# freq_stepper

Figure 1. Metal 1 (freq_stepper).
(1.5 px per um)
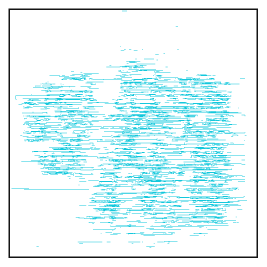

## src/rtl/freq_pkg.sv

```systemverilog
// -----------------------------------------------------------------------------
// freq_pkg
// Shared constants and types for the key-driven DDS frequency stepper.
//   - Default frequency plan for a 50 MHz clock (Hz bounds, step, FTW values)
//   - Auto-repeat timing defaults (500 ms hold, 100 ms repeat)
//   - Key FSM state encoding
//   - Helpers to derive the step count and pick the larger of two ints
// -----------------------------------------------------------------------------
package freq_pkg;

   localparam int DEF_FTW_W      = 32;
   localparam int DEF_HZ_W       = 20;
   localparam int DEF_MIN_HZ     = 20000;
   localparam int DEF_MAX_HZ     = 50000;
   localparam int DEF_STEP_HZ    = 2000;
   localparam int DEF_MIN_FTW    = 1717987;   // 20 kHz at 50 MHz, 2^32 scale
   localparam int DEF_STEP_FTW   = 171799;    // 2 kHz at 50 MHz, 2^32 scale
   localparam int DEF_COARSE_MUL = 5;
   localparam int DEF_HOLD_CYC   = 25000000;  // 500 ms
   localparam int DEF_REPEAT_CYC = 5000000;   // 100 ms

   typedef enum logic [1:0] {
      ST_IDLE   = 2'd0,
      ST_HOLD   = 2'd1,
      ST_REPEAT = 2'd2,
      ST_LOCK   = 2'd3
   } kr_state_e;

   // Number of fine steps between the two bounds; the span must divide evenly.
   function automatic int calc_nsteps(input int min_hz, input int max_hz,
                                      input int step_hz);
      return (max_hz - min_hz) / step_hz;
   endfunction

   function automatic int max_int(input int a, input int b);
      return (a > b) ? a : b;
   endfunction

endpackage

```

## src/rtl/key_repeat.sv

```systemverilog
// -----------------------------------------------------------------------------
// key_repeat
// Turns debounced up/down key levels into registered single-cycle step pulses,
// with a hold delay before auto-repeat and a lockout while both keys are down.
// Ports:
//   clk_i       in   system clock
//   rst_n_i     in   asynchronous active-low reset
//   up_i        in   debounced up-key level
//   down_i      in   debounced down-key level
//   preset_i    in   preset pulse; aborts any hold, no step issued
//   step_up_o   out  one-cycle pulse: step up
//   step_dn_o   out  one-cycle pulse: step down
// -----------------------------------------------------------------------------
module key_repeat
   import freq_pkg::*;
#(
   parameter int HOLD_CYC   = DEF_HOLD_CYC,
   parameter int REPEAT_CYC = DEF_REPEAT_CYC
)(
   input  logic clk_i,
   input  logic rst_n_i,
   input  logic up_i,
   input  logic down_i,
   input  logic preset_i,
   output logic step_up_o,
   output logic step_dn_o
);

   localparam int TMR_W = $clog2(max_int(HOLD_CYC, REPEAT_CYC) + 1);
   localparam logic [TMR_W-1:0] C_HOLD_LAST   = TMR_W'(HOLD_CYC - 1);
   localparam logic [TMR_W-1:0] C_REPEAT_LAST = TMR_W'(REPEAT_CYC - 1);

   kr_state_e        r_state, w_state_next;
   logic [TMR_W-1:0] r_timer, w_timer_next;
   logic             r_dir_up, w_dir_up_next;
   logic             r_step_up, r_step_dn;
   logic             w_step_up_next, w_step_dn_next;
   logic             w_fire, w_fire_up;

   logic w_both, w_any, w_held;
   assign w_both = up_i & down_i;
   assign w_any  = up_i | down_i;
   // Level of the key that started the current hold.
   assign w_held = r_dir_up ? up_i : down_i;

   // State register (also registers the step pulses for a clean 2-cycle path)
   always_ff @(posedge clk_i or negedge rst_n_i) begin
      if (!rst_n_i) begin
         r_state   <= ST_IDLE;
         r_timer   <= '0;
         r_dir_up  <= 1'b0;
         r_step_up <= 1'b0;
         r_step_dn <= 1'b0;
      end else begin
         r_state   <= w_state_next;
         r_timer   <= w_timer_next;
         r_dir_up  <= w_dir_up_next;
         r_step_up <= w_step_up_next;
         r_step_dn <= w_step_dn_next;
      end
   end

   // Next-state logic
   always_comb begin
      w_state_next  = r_state;
      w_timer_next  = r_timer;
      w_dir_up_next = r_dir_up;
      if (preset_i) begin
         // A key still down after a preset must be released before it counts.
         w_state_next = w_any ? ST_LOCK : ST_IDLE;
         w_timer_next = '0;
      end else begin
         case (r_state)
            ST_IDLE: begin
               w_timer_next = '0;
               if (w_both) begin
                  w_state_next = ST_LOCK;
               end else if (w_any) begin
                  w_state_next  = ST_HOLD;
                  w_dir_up_next = up_i;
               end
            end
            ST_HOLD: begin
               if (w_both) begin
                  w_state_next = ST_LOCK;
                  w_timer_next = '0;
               end else if (!w_held) begin
                  w_state_next = ST_IDLE;
                  w_timer_next = '0;
               end else if (r_timer == C_HOLD_LAST) begin
                  w_state_next = ST_REPEAT;
                  w_timer_next = '0;
               end else begin
                  w_timer_next = r_timer + 1'b1;
               end
            end
            ST_REPEAT: begin
               if (w_both) begin
                  w_state_next = ST_LOCK;
                  w_timer_next = '0;
               end else if (!w_held) begin
                  w_state_next = ST_IDLE;
                  w_timer_next = '0;
               end else if (r_timer == C_REPEAT_LAST) begin
                  w_timer_next = '0;
               end else begin
                  w_timer_next = r_timer + 1'b1;
               end
            end
            ST_LOCK: begin
               w_timer_next = '0;
               if (!w_any) begin
                  w_state_next = ST_IDLE;
               end
            end
            default: begin
               w_state_next = ST_IDLE;
               w_timer_next = '0;
            end
         endcase
      end
   end

   // Output logic: step pulses for the next cycle
   always_comb begin
      w_fire    = 1'b0;
      w_fire_up = r_dir_up;
      if (!preset_i) begin
         case (r_state)
            ST_IDLE: begin
               w_fire    = w_any & ~w_both;
               w_fire_up = up_i;
            end
            ST_HOLD:   w_fire = ~w_both & w_held & (r_timer == C_HOLD_LAST);
            ST_REPEAT: w_fire = ~w_both & w_held & (r_timer == C_REPEAT_LAST);
            default:   w_fire = 1'b0;
         endcase
      end
      w_step_up_next = w_fire & w_fire_up;
      w_step_dn_next = w_fire & ~w_fire_up;
   end

   assign step_up_o = r_step_up;
   assign step_dn_o = r_step_dn;

endmodule

```

## src/rtl/freq_stepper.sv

```systemverilog
// -----------------------------------------------------------------------------
// freq_stepper
// Keeps a step index plus lockstep FTW / Hz accumulators driven by key steps,
// with fine/coarse step size, hard clamping at both bounds and a preset reload.
// Ports:
//   clk_i       in   system clock, 50 MHz
//   rst_n_i     in   asynchronous active-low reset
//   up_i        in   debounced up-key level
//   down_i      in   debounced down-key level
//   coarse_i    in   1 selects coarse step (sampled when a step is applied)
//   preset_i    in   single-cycle pulse; reload the lower bound
//   ftw_o       out  DDS tuning word
//   freq_hz_o   out  current frequency in Hz
//   at_min_o    out  index is 0
//   at_max_o    out  index is at the top step
//   upd_o       out  one-cycle pulse when ftw_o changes
// -----------------------------------------------------------------------------
module freq_stepper
   import freq_pkg::*;
#(
   parameter int FTW_W      = DEF_FTW_W,
   parameter int HZ_W       = DEF_HZ_W,
   parameter int MIN_HZ     = DEF_MIN_HZ,
   parameter int MAX_HZ     = DEF_MAX_HZ,
   parameter int STEP_HZ    = DEF_STEP_HZ,
   parameter int MIN_FTW    = DEF_MIN_FTW,
   parameter int STEP_FTW   = DEF_STEP_FTW,
   parameter int COARSE_MUL = DEF_COARSE_MUL,
   parameter int HOLD_CYC   = DEF_HOLD_CYC,
   parameter int REPEAT_CYC = DEF_REPEAT_CYC
)(
   input  logic             clk_i,
   input  logic             rst_n_i,
   input  logic             up_i,
   input  logic             down_i,
   input  logic             coarse_i,
   input  logic             preset_i,
   output logic [FTW_W-1:0] ftw_o,
   output logic [HZ_W-1:0]  freq_hz_o,
   output logic             at_min_o,
   output logic             at_max_o,
   output logic             upd_o
);

   localparam int NSTEPS = calc_nsteps(MIN_HZ, MAX_HZ, STEP_HZ);
   // Wide enough that idx + coarse step never wraps before the clamp test.
   localparam int IDX_W  = $clog2(NSTEPS + COARSE_MUL + 1);

   localparam logic [IDX_W-1:0] C_NSTEPS   = IDX_W'(NSTEPS);
   localparam logic [IDX_W-1:0] C_FINE     = IDX_W'(1);
   localparam logic [IDX_W-1:0] C_COARSE   = IDX_W'(COARSE_MUL);
   // Bound values are elaboration-time constants; only adders run at runtime.
   localparam logic [FTW_W-1:0] C_MIN_FTW  = FTW_W'(MIN_FTW);
   localparam logic [FTW_W-1:0] C_MAX_FTW  = FTW_W'(MIN_FTW + NSTEPS * STEP_FTW);
   localparam logic [FTW_W-1:0] C_FTW_FINE = FTW_W'(STEP_FTW);
   localparam logic [FTW_W-1:0] C_FTW_CRS  = FTW_W'(STEP_FTW * COARSE_MUL);
   localparam logic [HZ_W-1:0]  C_MIN_HZ   = HZ_W'(MIN_HZ);
   localparam logic [HZ_W-1:0]  C_MAX_HZ   = HZ_W'(MAX_HZ);
   localparam logic [HZ_W-1:0]  C_HZ_FINE  = HZ_W'(STEP_HZ);
   localparam logic [HZ_W-1:0]  C_HZ_CRS   = HZ_W'(STEP_HZ * COARSE_MUL);

   logic w_step_up, w_step_dn;

   key_repeat #(
      .HOLD_CYC   (HOLD_CYC),
      .REPEAT_CYC (REPEAT_CYC)
   ) u_key_repeat (
      .clk_i     (clk_i),
      .rst_n_i   (rst_n_i),
      .up_i      (up_i),
      .down_i    (down_i),
      .preset_i  (preset_i),
      .step_up_o (w_step_up),
      .step_dn_o (w_step_dn)
   );

   logic [IDX_W-1:0] r_idx, w_idx_next;
   logic [FTW_W-1:0] r_ftw, w_ftw_next;
   logic [HZ_W-1:0]  r_hz, w_hz_next;
   logic             r_at_min, r_at_max, r_upd;
   logic             w_chg;
   logic [IDX_W-1:0] w_step, w_sum;
   logic [FTW_W-1:0] w_ftw_inc;
   logic [HZ_W-1:0]  w_hz_inc;

   always_comb begin
      w_step     = coarse_i ? C_COARSE  : C_FINE;
      w_ftw_inc  = coarse_i ? C_FTW_CRS : C_FTW_FINE;
      w_hz_inc   = coarse_i ? C_HZ_CRS  : C_HZ_FINE;
      w_sum      = r_idx + w_step;
      w_idx_next = r_idx;
      w_ftw_next = r_ftw;
      w_hz_next  = r_hz;
      w_chg      = 1'b0;
      if (preset_i) begin
         w_idx_next = '0;
         w_ftw_next = C_MIN_FTW;
         w_hz_next  = C_MIN_HZ;
         w_chg      = (r_idx != '0);
      end else if (w_step_up && (r_idx != C_NSTEPS)) begin
         w_chg = 1'b1;
         if (w_sum >= C_NSTEPS) begin
            // Land exactly on the top bound instead of accumulating past it.
            w_idx_next = C_NSTEPS;
            w_ftw_next = C_MAX_FTW;
            w_hz_next  = C_MAX_HZ;
         end else begin
            w_idx_next = w_sum;
            w_ftw_next = r_ftw + w_ftw_inc;
            w_hz_next  = r_hz + w_hz_inc;
         end
      end else if (w_step_dn && (r_idx != '0)) begin
         w_chg = 1'b1;
         if (r_idx <= w_step) begin
            w_idx_next = '0;
            w_ftw_next = C_MIN_FTW;
            w_hz_next  = C_MIN_HZ;
         end else begin
            w_idx_next = r_idx - w_step;
            w_ftw_next = r_ftw - w_ftw_inc;
            w_hz_next  = r_hz - w_hz_inc;
         end
      end
   end

   always_ff @(posedge clk_i or negedge rst_n_i) begin
      if (!rst_n_i) begin
         r_idx    <= '0;
         r_ftw    <= C_MIN_FTW;
         r_hz     <= C_MIN_HZ;
         r_at_min <= 1'b1;
         r_at_max <= 1'b0;
         r_upd    <= 1'b0;
      end else begin
         r_idx    <= w_idx_next;
         r_ftw    <= w_ftw_next;
         r_hz     <= w_hz_next;
         r_at_min <= (w_idx_next == '0);
         r_at_max <= (w_idx_next == C_NSTEPS);
         r_upd    <= w_chg;
      end
   end

   assign ftw_o     = r_ftw;
   assign freq_hz_o = r_hz;
   assign at_min_o  = r_at_min;
   assign at_max_o  = r_at_max;
   assign upd_o     = r_upd;

endmodule

```

## config.mk

```make
export PLATFORM = sky130hd
export DESIGN_NAME = freq_stepper
export DESIGN_NICKNAME = d
export VERILOG_FILES = /design/src/rtl/freq_pkg.sv /design/src/rtl/key_repeat.sv /design/src/rtl/freq_stepper.sv
export SDC_FILE = /design/constraint.sdc
export NUM_CORES = 1
export LEC_CHECK = 0
export CORE_MARGIN = 4
export CORE_UTILIZATION = 30
export CTS_CLUSTER_DIAMETER = 150
export CTS_CLUSTER_SIZE = 20
export DETAILED_ROUTE_END_ITERATION = 10
export GPL_ROUTABILITY_DRIVEN = 0
export SYNTH_ARGS = -nofsm -noshare
export SYNTH_HDL_FRONTEND = slang
export SYNTH_HIERARCHICAL = 1
export SYNTH_SLANG_ARGS = --single-unit
```

## constraint.sdc

```tcl
create_clock -name clk_i -period 7.37 [get_ports clk_i]
set_input_delay 0.737 -clock clk_i [delete_from_list [all_inputs] [get_ports clk_i]]
set_output_delay 0.737 -clock clk_i [all_outputs]
set_load 0.05 [all_outputs]
```

# spi_burst_sequencer

File: src/rtl/spi_burst_sequencer.sv
// SPI master transaction controller: SCLK generation, CS setup/hold framing,
// bit/word counting and TX/RX word handoff for bursts of back-to-back words.
module spi_burst_sequencer #(
  parameter int WordLen = 8,
  parameter int DivLen  = 8
) (
  input  logic               clk,
  input  logic               rst,
  input  logic               Start,
  input  logic [7:0]         NumWords,
  input  logic [DivLen-1:0]  ClkDiv,
  input  logic               CPOL,
  input  logic               CPHA,
  input  logic [WordLen-1:0] TxData,
  output logic               TxLoad,
  output logic [WordLen-1:0] RxData,
  output logic               RxValid,
  input  logic               MISO,
  output logic               MOSI,
  output logic               SCLK,
  output logic               CSn,
  output logic               Busy,
  output logic               Done
);

  localparam int BitW = $clog2(WordLen) + 1;

  typedef enum logic [1:0] {IDLE, SETUP, XFER, HOLD} state_t;

  state_t               state, stateN;
  logic [DivLen-1:0]    timer, timerN, divLat, divN;
  logic                 cpolLat, cpolN, cphaLat, cphaN;
  logic [7:0]           numLat, numN;
  logic [8:0]           wordCnt, wordN, wordsAfter;
  logic [BitW-1:0]      bitCnt, bitN, bitsAfter;
  logic [WordLen-1:0]   txSr, txSrN, rxSr, rxSrN, rxDataN;
  logic                 rxValidN, sclkN, csnN, busyN, doneN;
  logic                 expire, leading, sample, lastSample;

  assign MOSI = txSr[WordLen-1];

  always_comb begin
    stateN     = state;
    timerN     = timer;
    divN       = divLat;
    cpolN      = cpolLat;
    cphaN      = cphaLat;
    numN       = numLat;
    wordN      = wordCnt;
    bitN       = bitCnt;
    txSrN      = txSr;
    rxSrN      = rxSr;
    rxDataN    = RxData;
    rxValidN   = 1'b0;
    sclkN      = SCLK;
    TxLoad     = 1'b0;
    expire     = (timer == '0);
    // A leading edge is one that leaves the idle level.
    leading    = (SCLK == cpolLat);
    sample     = leading ^ cphaLat;
    lastSample = sample && (bitCnt == BitW'(WordLen - 1));
    bitsAfter  = bitCnt + BitW'(sample);
    wordsAfter = wordCnt + 9'(lastSample);

    case (state)
      IDLE: begin
        sclkN = CPOL;
        if (Start && NumWords != 8'd0) begin
          numN   = NumWords;
          divN   = ClkDiv;
          cpolN  = CPOL;
          cphaN  = CPHA;
          timerN = ClkDiv;
          wordN  = '0;
          bitN   = '0;
          TxLoad = 1'b1;
          txSrN  = TxData;
          stateN = SETUP;
        end
      end
      SETUP: begin
        if (expire) begin
          stateN = XFER;
          timerN = divLat;
        end else begin
          timerN = timer - DivLen'(1);
        end
      end
      XFER: begin
        if (!expire) begin
          timerN = timer - DivLen'(1);
        end else begin
          timerN = divLat;
          sclkN  = ~SCLK;
          if (sample) begin
            rxSrN = {rxSr[WordLen-2:0], MISO};
            bitN  = bitCnt + BitW'(1);
            if (lastSample) begin
              rxDataN  = {rxSr[WordLen-2:0], MISO};
              rxValidN = 1'b1;
              wordN    = wordCnt + 9'd1;
            end
          end else if (!(leading && bitCnt == '0)) begin
            // CPHA=1 skips the first leading edge: bit 0 is already on MOSI.
            txSrN = {txSr[WordLen-2:0], 1'b0};
          end
          // Word boundary: trailing edge once all bits of the word are sampled.
          if (!leading && bitsAfter == BitW'(WordLen)) begin
            bitN = '0;
            if (wordsAfter < {1'b0, numLat}) begin
              TxLoad = 1'b1;
              txSrN  = TxData;
            end else begin
              stateN = HOLD;
            end
          end
        end
      end
      HOLD: begin
        if (expire) begin
          stateN = IDLE;
          txSrN  = '0;
        end else begin
          timerN = timer - DivLen'(1);
        end
      end
      default: stateN = IDLE;
    endcase

    csnN  = (stateN == IDLE);
    busyN = (stateN != IDLE);
    doneN = (stateN == HOLD) && (timerN == '0);
  end

  always_ff @(posedge clk or posedge rst) begin
    if (rst) begin
      state   <= IDLE;
      timer   <= '0;
      divLat  <= '0;
      cpolLat <= 1'b0;
      cphaLat <= 1'b0;
      numLat  <= '0;
      wordCnt <= '0;
      bitCnt  <= '0;
      txSr    <= '0;
      rxSr    <= '0;
      RxData  <= '0;
      RxValid <= 1'b0;
      SCLK    <= 1'b0;
      CSn     <= 1'b1;
      Busy    <= 1'b0;
      Done    <= 1'b0;
    end else begin
      state   <= stateN;
      timer   <= timerN;
      divLat  <= divN;
      cpolLat <= cpolN;
      cphaLat <= cphaN;
      numLat  <= numN;
      wordCnt <= wordN;
      bitCnt  <= bitN;
      txSr    <= txSrN;
      rxSr    <= rxSrN;
      RxData  <= rxDataN;
      RxValid <= rxValidN;
      SCLK    <= sclkN;
      CSn     <= csnN;
      Busy    <= busyN;
      Done    <= doneN;
    end
  end

endmodule
File: config.mk
export PLATFORM = sky130hd
export DESIGN_NAME = spi_burst_sequencer
export DESIGN_NICKNAME = d
export VERILOG_FILES = /design/src/rtl/spi_burst_sequencer.sv
export SDC_FILE = /design/constraint.sdc
export NUM_CORES = 1
export LEC_CHECK = 0
export ABC_AREA = 1
export CORE_MARGIN = 10
export CORE_UTILIZATION = 45
export DETAILED_ROUTE_END_ITERATION = 8
export PLACE_DENSITY = 0.68
export SKIP_CTS_REPAIR_TIMING = 1
export SLEW_MARGIN = 10
export SYNTH_ARGS = -nofsm -noshare
export SYNTH_HDL_FRONTEND = slang
export SYNTH_SLANG_ARGS = --single-unit
File: constraint.sdc
create_clock -name clk -period 3.7 [get_ports clk]
set_clock_uncertainty 0.2 [all_clocks]
set_input_delay 0.74 -clock clk [delete_from_list [all_inputs] [get_ports clk]]
set_output_delay 0.74 -clock clk [all_outputs]
set_load 0.02 [all_outputs]
# cc_cond_unit

==> src/rtl/cc_cond_unit_pkg.sv <==
// Shared Y86 instruction/condition encodings and condition-code reset value.
package cc_cond_unit_pkg;

  localparam logic [3:0] ICODE_CMOVXX = 4'd2;
  localparam logic [3:0] ICODE_OPQ    = 4'd6;
  localparam logic [3:0] ICODE_JXX    = 4'd7;

  localparam logic [3:0] C_ALWAYS = 4'd0;
  localparam logic [3:0] C_LE     = 4'd1;
  localparam logic [3:0] C_L      = 4'd2;
  localparam logic [3:0] C_E      = 4'd3;
  localparam logic [3:0] C_NE     = 4'd4;
  localparam logic [3:0] C_GE     = 4'd5;
  localparam logic [3:0] C_G      = 4'd6;

  // {zf,sf,of}
  localparam logic [2:0] CC_RST_DEFAULT = 3'b100;

  typedef struct packed {
    logic zf;
    logic sf;
    logic of;
  } cc_t;

endpackage

==> src/rtl/cc_cond_unit_cond_eval.sv <==
// Combinational decode of a jXX/cmovXX condition against the stored flags.
// Undefined condition codes (ifun > 6) give cnd_raw=0 and raise bad_ifun.
module cond_eval
  import cc_cond_unit_pkg::*;
(
  input  logic [3:0] ifun,
  input  logic       zf,
  input  logic       sf,
  input  logic       of,
  output logic       cnd_raw,
  output logic       bad_ifun
);

  logic lt;

  assign lt = sf ^ of;

  always_comb begin
    cnd_raw  = 1'b0;
    bad_ifun = 1'b0;
    case (ifun)
      C_ALWAYS: cnd_raw = 1'b1;
      C_LE:     cnd_raw = lt | zf;
      C_L:      cnd_raw = lt;
      C_E:      cnd_raw = zf;
      C_NE:     cnd_raw = ~zf;
      C_GE:     cnd_raw = ~lt;
      C_G:      cnd_raw = ~lt & ~zf;
      default:  bad_ifun = 1'b1;
    endcase
  end

endmodule

==> src/rtl/cc_cond_unit.sv <==
// Execute-stage condition-code register plus jXX/cmovXX condition evaluation.
// Flags update one cycle after an OPq; cnd always reads the registered flags.
module cc_cond_unit
  import cc_cond_unit_pkg::*;
#(
  parameter int         W      = 64,
  parameter logic [2:0] CC_RST = CC_RST_DEFAULT
) (
  input  logic         clk,
  input  logic         rst,
  input  logic [3:0]   icode,
  input  logic [3:0]   ifun,
  input  logic         stat_ok,
  input  logic [W-1:0] alu_out,
  input  logic         alu_ovf,
  input  logic         hold,
  output logic         zf,
  output logic         sf,
  output logic         of,
  output logic         cnd,
  output logic         cond_err
);

  cc_t  cc_q;
  cc_t  cc_d;
  logic set_cc;
  logic is_cond;
  logic cnd_raw;
  logic bad_ifun;

  assign set_cc = (icode == ICODE_OPQ) & stat_ok & ~hold;

  // alu_out is only looked at under set_cc, so junk on it otherwise is ignored.
  always_comb begin
    cc_d = cc_q;
    if (set_cc) begin
      cc_d.zf = (alu_out == '0);
      cc_d.sf = alu_out[W-1];
      cc_d.of = alu_ovf;
    end
  end

  always_ff @(posedge clk) begin
    if (rst) begin
      cc_q <= cc_t'(CC_RST);
    end else begin
      cc_q <= cc_d;
    end
  end

  cond_eval u_cond_eval (
    .ifun     (ifun),
    .zf       (cc_q.zf),
    .sf       (cc_q.sf),
    .of       (cc_q.of),
    .cnd_raw  (cnd_raw),
    .bad_ifun (bad_ifun)
  );

  assign is_cond  = (icode == ICODE_CMOVXX) | (icode == ICODE_JXX);
  assign cnd      = is_cond & ~bad_ifun & cnd_raw;
  assign cond_err = is_cond & bad_ifun;

  assign zf = cc_q.zf;
  assign sf = cc_q.sf;
  assign of = cc_q.of;

endmodule

==> config.mk <==
export PLATFORM = sky130hd
export DESIGN_NAME = cc_cond_unit
export DESIGN_NICKNAME = d
export VERILOG_FILES = /design/src/rtl/cc_cond_unit_pkg.sv /design/src/rtl/cc_cond_unit_cond_eval.sv /design/src/rtl/cc_cond_unit.sv
export SDC_FILE = /design/constraint.sdc
export NUM_CORES = 1
export LEC_CHECK = 0
export CAP_MARGIN = 20
export CORE_MARGIN = 5
export CORE_UTILIZATION = 18
export DETAILED_ROUTE_END_ITERATION = 6
export PLACE_DENSITY = 0.93
export SETUP_SLACK_MARGIN = 0.4
export SYNTH_ARGS = -nofsm -noshare
export SYNTH_HDL_FRONTEND = slang
export SYNTH_SLANG_ARGS = --single-unit
==> constraint.sdc <==
create_clock -name clk -period 2.78 [get_ports clk]
set_clock_uncertainty 0.15 [all_clocks]
set_input_delay 0.834 -clock clk [delete_from_list [all_inputs] [get_ports clk]]
set_output_delay 0.834 -clock clk [all_outputs]
set_load 0.1 [all_outputs]
# kanagawa_race_monitor

**src/rtl/kanagawa_race_monitor_pkg.sv**
```systemverilog
// Shared types and constants for the race monitor.
//   race_report_t  : one report record at the default widths
//                    (8-bit race count, 32-bit lifetime total)
//   report_state_t : report handshake FSM encoding
//   sat_inc_drop   : saturating increment for the dropped-record counter
package kanagawa_race_monitor_pkg;

  localparam int RACE_WINDOW_INDEX_WIDTH = 16;
  localparam int RACE_DROP_COUNT_WIDTH   = 8;
  localparam int RACE_COUNTER_WIDTH      = 8;
  localparam int RACE_TOTAL_WIDTH        = 32;

  typedef struct packed {
    logic [RACE_WINDOW_INDEX_WIDTH-1:0] window;
    logic [RACE_COUNTER_WIDTH-1:0]      delta;
    logic [RACE_TOTAL_WIDTH-1:0]        total;
    logic                               saturated;
  } race_report_t;

  typedef enum logic {
    REPORT_EMPTY   = 1'b0,
    REPORT_PENDING = 1'b1
  } report_state_t;

  function automatic logic [RACE_DROP_COUNT_WIDTH-1:0] sat_inc_drop(
    input logic [RACE_DROP_COUNT_WIDTH-1:0] v
  );
    return (v == '1) ? v : v + 1'b1;
  endfunction

endpackage

```
**src/rtl/kanagawa_race_window_timer.sv**
```systemverilog
// Sampling-window timer for the race monitor.
// Ports:
//   clk, rst      : clock, synchronous active-high reset
//   enable        : 1 = timer advances, 0 = timer holds
//   window_close  : single-cycle strobe, high in the last enabled cycle of a window
module kanagawa_race_window_timer #(
  parameter int WINDOW_CYCLES = 128
) (
  input  logic clk,
  input  logic rst,
  input  logic enable,
  output logic window_close
);

  localparam int TIMER_WIDTH = $clog2(WINDOW_CYCLES);
  localparam logic [TIMER_WIDTH-1:0] LAST_CYCLE = TIMER_WIDTH'(WINDOW_CYCLES - 1);

  logic [TIMER_WIDTH-1:0] timer_q;

  // The close strobe depends on enable so a frozen timer sitting on the last
  // count does not keep closing windows.
  assign window_close = enable && (timer_q == LAST_CYCLE);

  always_ff @(posedge clk) begin
    if (rst) begin
      timer_q <= '0;
    end else if (window_close) begin
      timer_q <= '0;
    end else if (enable) begin
      timer_q <= timer_q + 1'b1;
    end
  end

endmodule

```
**src/rtl/kanagawa_race_monitor.sv**
```systemverilog
// Race monitor: turns the upstream wrapping race count into one report per
// window (race cycles in the window, saturating lifetime total), keeps a
// sticky threshold alarm and counts reports dropped for lack of a consumer.
// Ports:
//   clk, rst              : clock, synchronous active-high reset
//   enable_in             : 1 = windows advance, 0 = timer frozen
//   race_count_in         : wrapping race count from upstream
//   alarm_clear_in        : pulse clearing the sticky alarm
//   report_valid_out/report_ready_in : report record handshake
//   report_window_out, report_delta_out, report_total_out,
//   report_saturated_out  : report record fields
//   alarm_out             : sticky alarm
//   dropped_count_out     : saturating count of dropped records
//
// Handshake: a record is transferred on any cycle where report_valid_out and
// report_ready_in are both 1. While valid is 1 and ready is 0 the record
// fields hold. Valid never depends combinationally on ready.
module kanagawa_race_monitor
  import kanagawa_race_monitor_pkg::*;
#(
  parameter int COUNTER_WIDTH = 8,
  parameter int WINDOW_CYCLES = 128,
  parameter int TOTAL_WIDTH   = 32,
  parameter int THRESHOLD     = 16
) (
  input  logic                               clk,
  input  logic                               rst,
  input  logic                               enable_in,
  input  logic [COUNTER_WIDTH-1:0]           race_count_in,
  input  logic                               alarm_clear_in,
  output logic                               report_valid_out,
  input  logic                               report_ready_in,
  output logic [RACE_WINDOW_INDEX_WIDTH-1:0] report_window_out,
  output logic [COUNTER_WIDTH-1:0]           report_delta_out,
  output logic [TOTAL_WIDTH-1:0]             report_total_out,
  output logic                               report_saturated_out,
  output logic                               alarm_out,
  output logic [RACE_DROP_COUNT_WIDTH-1:0]   dropped_count_out
);

  localparam logic [COUNTER_WIDTH:0] THRESH = (COUNTER_WIDTH + 1)'(THRESHOLD);

  typedef struct packed {
    logic [RACE_WINDOW_INDEX_WIDTH-1:0] window;
    logic [COUNTER_WIDTH-1:0]           delta;
    logic [TOTAL_WIDTH-1:0]             total;
    logic                               saturated;
  } record_t;

  logic                               window_close;
  logic [COUNTER_WIDTH-1:0]           prev_q;
  logic [COUNTER_WIDTH-1:0]           delta;
  logic [TOTAL_WIDTH:0]               total_sum;
  logic [TOTAL_WIDTH-1:0]             total_q;
  logic [TOTAL_WIDTH-1:0]             total_next;
  logic [RACE_WINDOW_INDEX_WIDTH-1:0] window_q;
  logic [RACE_DROP_COUNT_WIDTH-1:0]   dropped_q;
  logic                               alarm_q;
  logic                               alarm_set;
  record_t                            rec_q;
  report_state_t                      state_q, state_d;
  logic                               accept;
  logic                               load;

  kanagawa_race_window_timer #(
    .WINDOW_CYCLES (WINDOW_CYCLES)
  ) u_window_timer (
    .clk          (clk),
    .rst          (rst),
    .enable       (enable_in),
    .window_close (window_close)
  );

  // Modular subtraction is exact: at most one increment per cycle and a
  // window is shorter than the count's wrap period.
  assign delta      = race_count_in - prev_q;
  assign total_sum  = {1'b0, total_q} + (TOTAL_WIDTH + 1)'(delta);
  assign total_next = total_sum[TOTAL_WIDTH] ? '1 : total_sum[TOTAL_WIDTH-1:0];
  assign alarm_set  = (THRESHOLD != 0) && window_close && ({1'b0, delta} >= THRESH);

  assign accept = (state_q == REPORT_PENDING) && report_ready_in;
  // A close loads a new record unless an unaccepted one is still pending.
  assign load   = window_close && ((state_q == REPORT_EMPTY) || accept);

  always_comb begin
    state_d = state_q;
    if (window_close) begin
      state_d = REPORT_PENDING;
    end else if (accept) begin
      state_d = REPORT_EMPTY;
    end
  end

  always_ff @(posedge clk) begin
    if (rst) begin
      state_q   <= REPORT_EMPTY;
      prev_q    <= '0;
      total_q   <= '0;
      window_q  <= '0;
      dropped_q <= '0;
      alarm_q   <= 1'b0;
      rec_q     <= '0;
    end else begin
      state_q <= state_d;
      // While disabled, prev tracks the live count so races in a disabled
      // period never appear in a later window.
      if (window_close || !enable_in) begin
        prev_q <= race_count_in;
      end
      if (window_close) begin
        total_q  <= total_next;
        window_q <= window_q + 1'b1;
        if (!load) begin
          dropped_q <= sat_inc_drop(dropped_q);
        end
      end
      if (load) begin
        rec_q.window    <= window_q;
        rec_q.delta     <= delta;
        rec_q.total     <= total_next;
        rec_q.saturated <= (total_next == '1);
      end
      if (alarm_set) begin
        alarm_q <= 1'b1;
      end else if (alarm_clear_in) begin
        alarm_q <= 1'b0;
      end
    end
  end

  assign report_valid_out     = (state_q == REPORT_PENDING);
  assign report_window_out    = rec_q.window;
  assign report_delta_out     = rec_q.delta;
  assign report_total_out     = rec_q.total;
  assign report_saturated_out = rec_q.saturated;
  assign alarm_out            = alarm_q;
  assign dropped_count_out    = dropped_q;

endmodule

```
**config.mk**
```make
export PLATFORM = sky130hd
export DESIGN_NAME = kanagawa_race_monitor
export DESIGN_NICKNAME = d
export VERILOG_FILES = /design/src/rtl/kanagawa_race_monitor_pkg.sv /design/src/rtl/kanagawa_race_window_timer.sv /design/src/rtl/kanagawa_race_monitor.sv
export SDC_FILE = /design/constraint.sdc
export NUM_CORES = 1
export LEC_CHECK = 0
export ABC_CLOCK_PERIOD_IN_PS = 5600
export CORE_MARGIN = 8
export CORE_UTILIZATION = 40
export CTS_CLUSTER_DIAMETER = 30
export DETAILED_ROUTE_END_ITERATION = 8
export PLACE_DENSITY = 0.6
export SYNTH_ARGS = -nofsm -noshare
export SYNTH_HDL_FRONTEND = slang
export SYNTH_SLANG_ARGS = --single-unit
```
**constraint.sdc**
```tcl
create_clock -name clk -period 5.6 [get_ports clk]
set_input_delay 1.12 -clock clk [delete_from_list [all_inputs] [get_ports clk]]
set_output_delay 1.12 -clock clk [all_outputs]
set_load 0.01 [all_outputs]
```
Figure 2. Sequential cells colored by netlist name (spi_burst_sequencer).
(4 px per um)
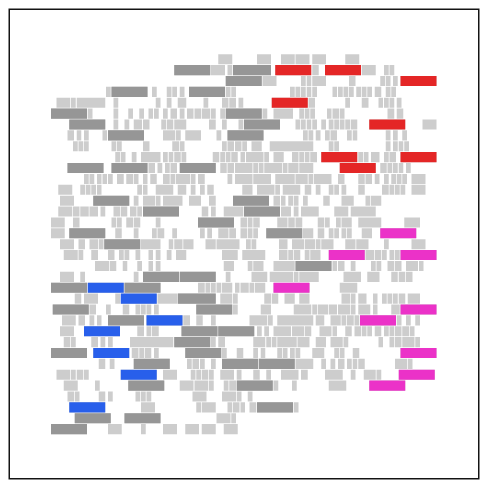
- magenta: `wordCnt` (placed flops 9)
- red: `txSr` (placed flops 8)
- blue: `rxSr` (placed flops 7)

==> flow_metrics.py, spi_burst_sequencer <==
# Flow results
metrics = {
    "sta": {
        "fin_setup_tns_ns": -0.214,
        "setup_viol": 1,
        "fin_ws_ns": -0.214,
    },
    "worst_setup_path": {
        "startpoint": "SCLK$_DFFE_PP0P_",
        "crit_path_start_kind": "register",
        "crit_path_frequent_cell": "nand2_1",
        "cp_num_cells": 21,
    },
    "logic_synthesis": {
        "ys_cells": 584,
        "avgSynthCellArea_um2": 7.25,
    },
    "cells_and_area": {
        "comb_share_pct": 41.0,
        "largest_reg_flops": 9,
        "layout_top_cells": "nand2_1, inv_1, dfrtp_1",
        "synthToLayoutAreaGrowth_pct": 23.3,
    },
    "route": {
        "viasPerCell": 5.08,
        "drc": 0,
        "wl_met2_mm": 5.00,
        "first_pass_iters": 5,
    },
    "run": {
        "tool_warnings": 34,
    },
    "clock_tree": {
        "cts_tree": "done",
    },
    "status": {
        "status": "complete, but fails checks",
        "violations": "setup timing",
    },
    "global_routing": {
        "use_met3_pct": 3.57,
    },
}
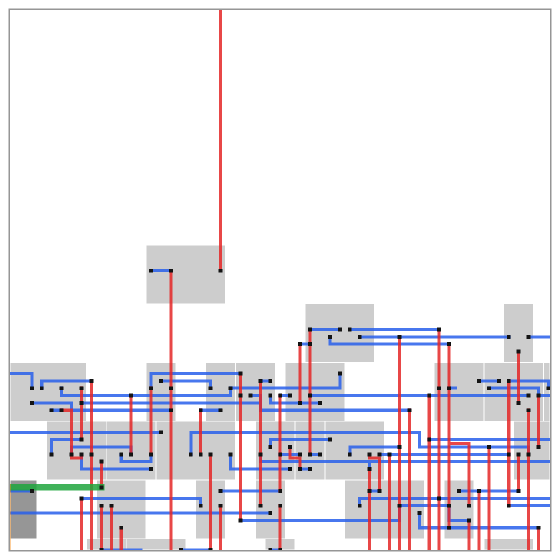
Figure 3: freq_stepper, layout detail.
Region (111, 111) to (136, 136) um. Cells in gray, sequential cells in the stronger gray; small squares are vias.
- green: M3
- red: M2
- orange: M4
- blue: M1
- cells with their middle in the window: 22
- most frequent: nor2_1 (4), nand2_1 (3)
- sequential cells in the window: 0

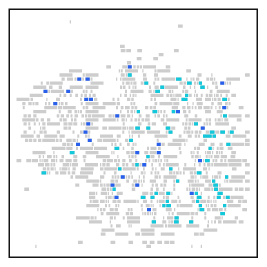
Figure 4: freq_stepper, logic cells by family.
(1.5 px per um)
- cyan: non-inverting ao/oa cells (cells 64)
- blue: xor and xnor cells (cells 28)
Comb/total area: 56.9%
final std cells w/o fill: 1223
most numerous logic cell after layout: a21oi_1

## Picture notes: Figure 1
- main direction: horizontal
- nets with wire on the layer: 846
- share of all routed wire: 45%
- longest straight run: 43.2 um
met1 Usage GRT: 22.2%
final wirelength: 22.1 mm
vias: 7027

==> flow_metrics.py, freq_stepper <==
# Flow results
metrics = {
    "power_and_ir_drop": {
        "intPower_w": 0.00101,
        "peakVddDrop_mv": 0.141,
        "power_density_nw_per_um2": 210,
    },
    "clock_tree": {
        "cts_hold_buf": 0,
    },
    "global_routing": {
        "met2_usage_pct": 27.4,
    },
    "logic_synthesis": {
        "top_logic_kind": "AND-OR/OR-AND gates",
        "top_area_cell": "dfrtp_1",
        "yosys_register_bits": 86,
        "synth.most_common_cell": "a21oi_1",
        "ys_warn_count": 6,
    },
    "sta": {
        "final_hold_viol_count": 0,
    },
    "cells_and_area": {
        "register_area_um2": 2170,
    },
    "worst_setup_path": {
        "criticalPathCategory": "in -> reg",
        "cp_num_cells": 11,
    },
    "status": {
        "status": "completed",
    },
    "die": {
        "die_y_um": 164,
    },
}
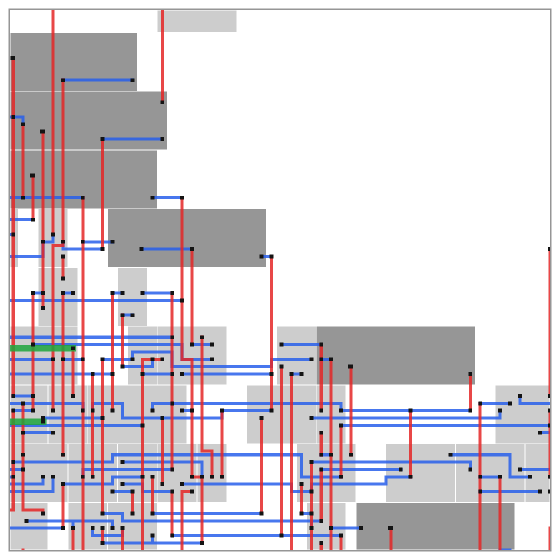
Figure 5: kanagawa_race_monitor, layout detail.
Region (93, 93) to (118, 118) um. Cells in gray, sequential cells in the stronger gray; small squares are vias.
- red: M2
- blue: M1
- green: M3
- netlist names of flops here include: `total_q` (5), `report_total_out` (1)
- most frequent: dfxtp_1 (6), a21oi_1 (4)
- sequential cells in the window: 6
- cells with their middle in the window: 31

==> flow_metrics.py, kanagawa_race_monitor <==
# Flow results
metrics = {
    "route": {
        "viasPerCell": 5.36,
    },
    "sta": {
        "final_hold_viol_count": 0,
        "fin_hold_ws_ns": 0.451,
        "finalClockPeriodUsage_pct": 93.7,
    },
    "cells_and_area": {
        "register_area_um2": 2600,
        "layout.cells.non_filler": 1077,
        "nonClkBufAreaFrac_pct": 12.9,
        "largestClassByArea": "combinational gates",
        "comb_share_pct": 42.9,
        "post-route-util_pct": 52.1,
    },
    "power_and_ir_drop": {
        "power_density_nw_per_um2": 275,
        "p_sw_share_pct": 23.4,
    },
    "clock_tree": {
        "clock_path_buffers": 2,
    },
    "status": {
        "status": "completed",
    },
    "worst_setup_path": {
        "end_kind": "register",
        "crit_chain": "clkdlybuf4s50_1 > ha_1 > nor2b_1 > o21ai_0 > a21boi_0 > o21ai_0 > nor2b_1 > xnor2_1 > ha_1 > and3_1 > a221oi_4 > a21oi_1 > buf_4 > and3_1 > a31o_2 > or4b_1 > or4_1 > o31ai_1",
        "cp_top_family": "simple AND/OR/NAND/NOR gates",
    },
    "die": {
        "initCoreUtil_pct": 41.0,
    },
}
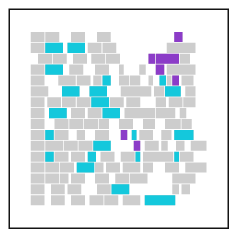
Figure 6: cc_cond_unit, logic cells by family.
(4 px per um)
- cyan: nor cells (cells 22)
- purple: aoi and oai cells (cells 7)
final std cells w/o fill: 163
Comb/total area: 28.8%
most numerous logic cell after layout: clkdlybuf4s50_1

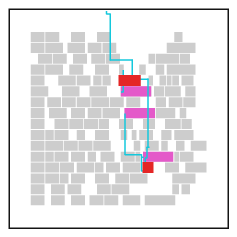
Figure 7: cc_cond_unit, routed clock nets over the placement.
(4 px per um)
- magenta: flip-flops (count 3)
- cyan: clock wires (length 78.8 um)
- red: clock-net drivers (count 3)
- routed clock nets: 4

==> flow_metrics.py, cc_cond_unit <==
# Flow results
metrics = {
    "cells_and_area": {
        "drive_above_1_share_pct": 27.9,
        "buffers": 84,
        "seq_area_share_pct": 4.64,
    },
    "logic_synthesis": {
        "ys_sh_mux_pct": 5.65,
    },
    "global_routing": {
        "grtUsageMet1_pct": 13.7,
    },
    "clock_tree": {
        "cts_hold_buf": 0,
    },
    "hold_path": {
        "min_path_type": "reg -> reg",
    },
    "status": {
        "status": "complete, but fails checks",
        "violations": "setup timing",
    },
    "route": {
        "wl_per_cell_um": 16.5,
    },
    "sta": {
        "fin_ws_ns": -0.0111,
        "setup_viol": 1,
    },
    "power_and_ir_drop": {
        "p_clk_w": 0.0000778,
    },
    "die": {
        "chipWidth_um": 54.4,
        "dieArea_um2": 2950,
    },
}


==> gallery <==
Metal 1.
shot_01.png
(4 px per um)
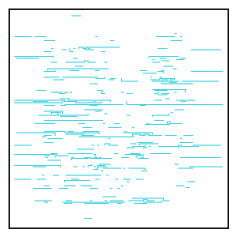
shot_02.png
(2 px per um)
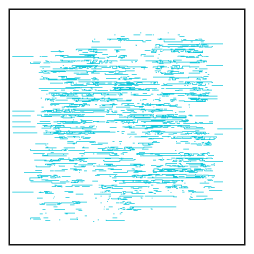
shot_03.png
(2 px per um)
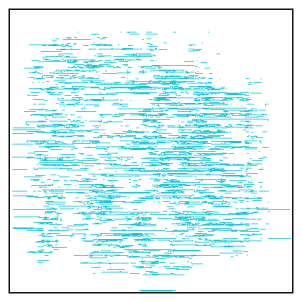
shot_02.png comes from spi_burst_sequencer.
shot_03.png comes from kanagawa_race_monitor.
shot_01.png comes from cc_cond_unit.
Of these, largest die: shot_03.png
Of these, smallest die: shot_01.png

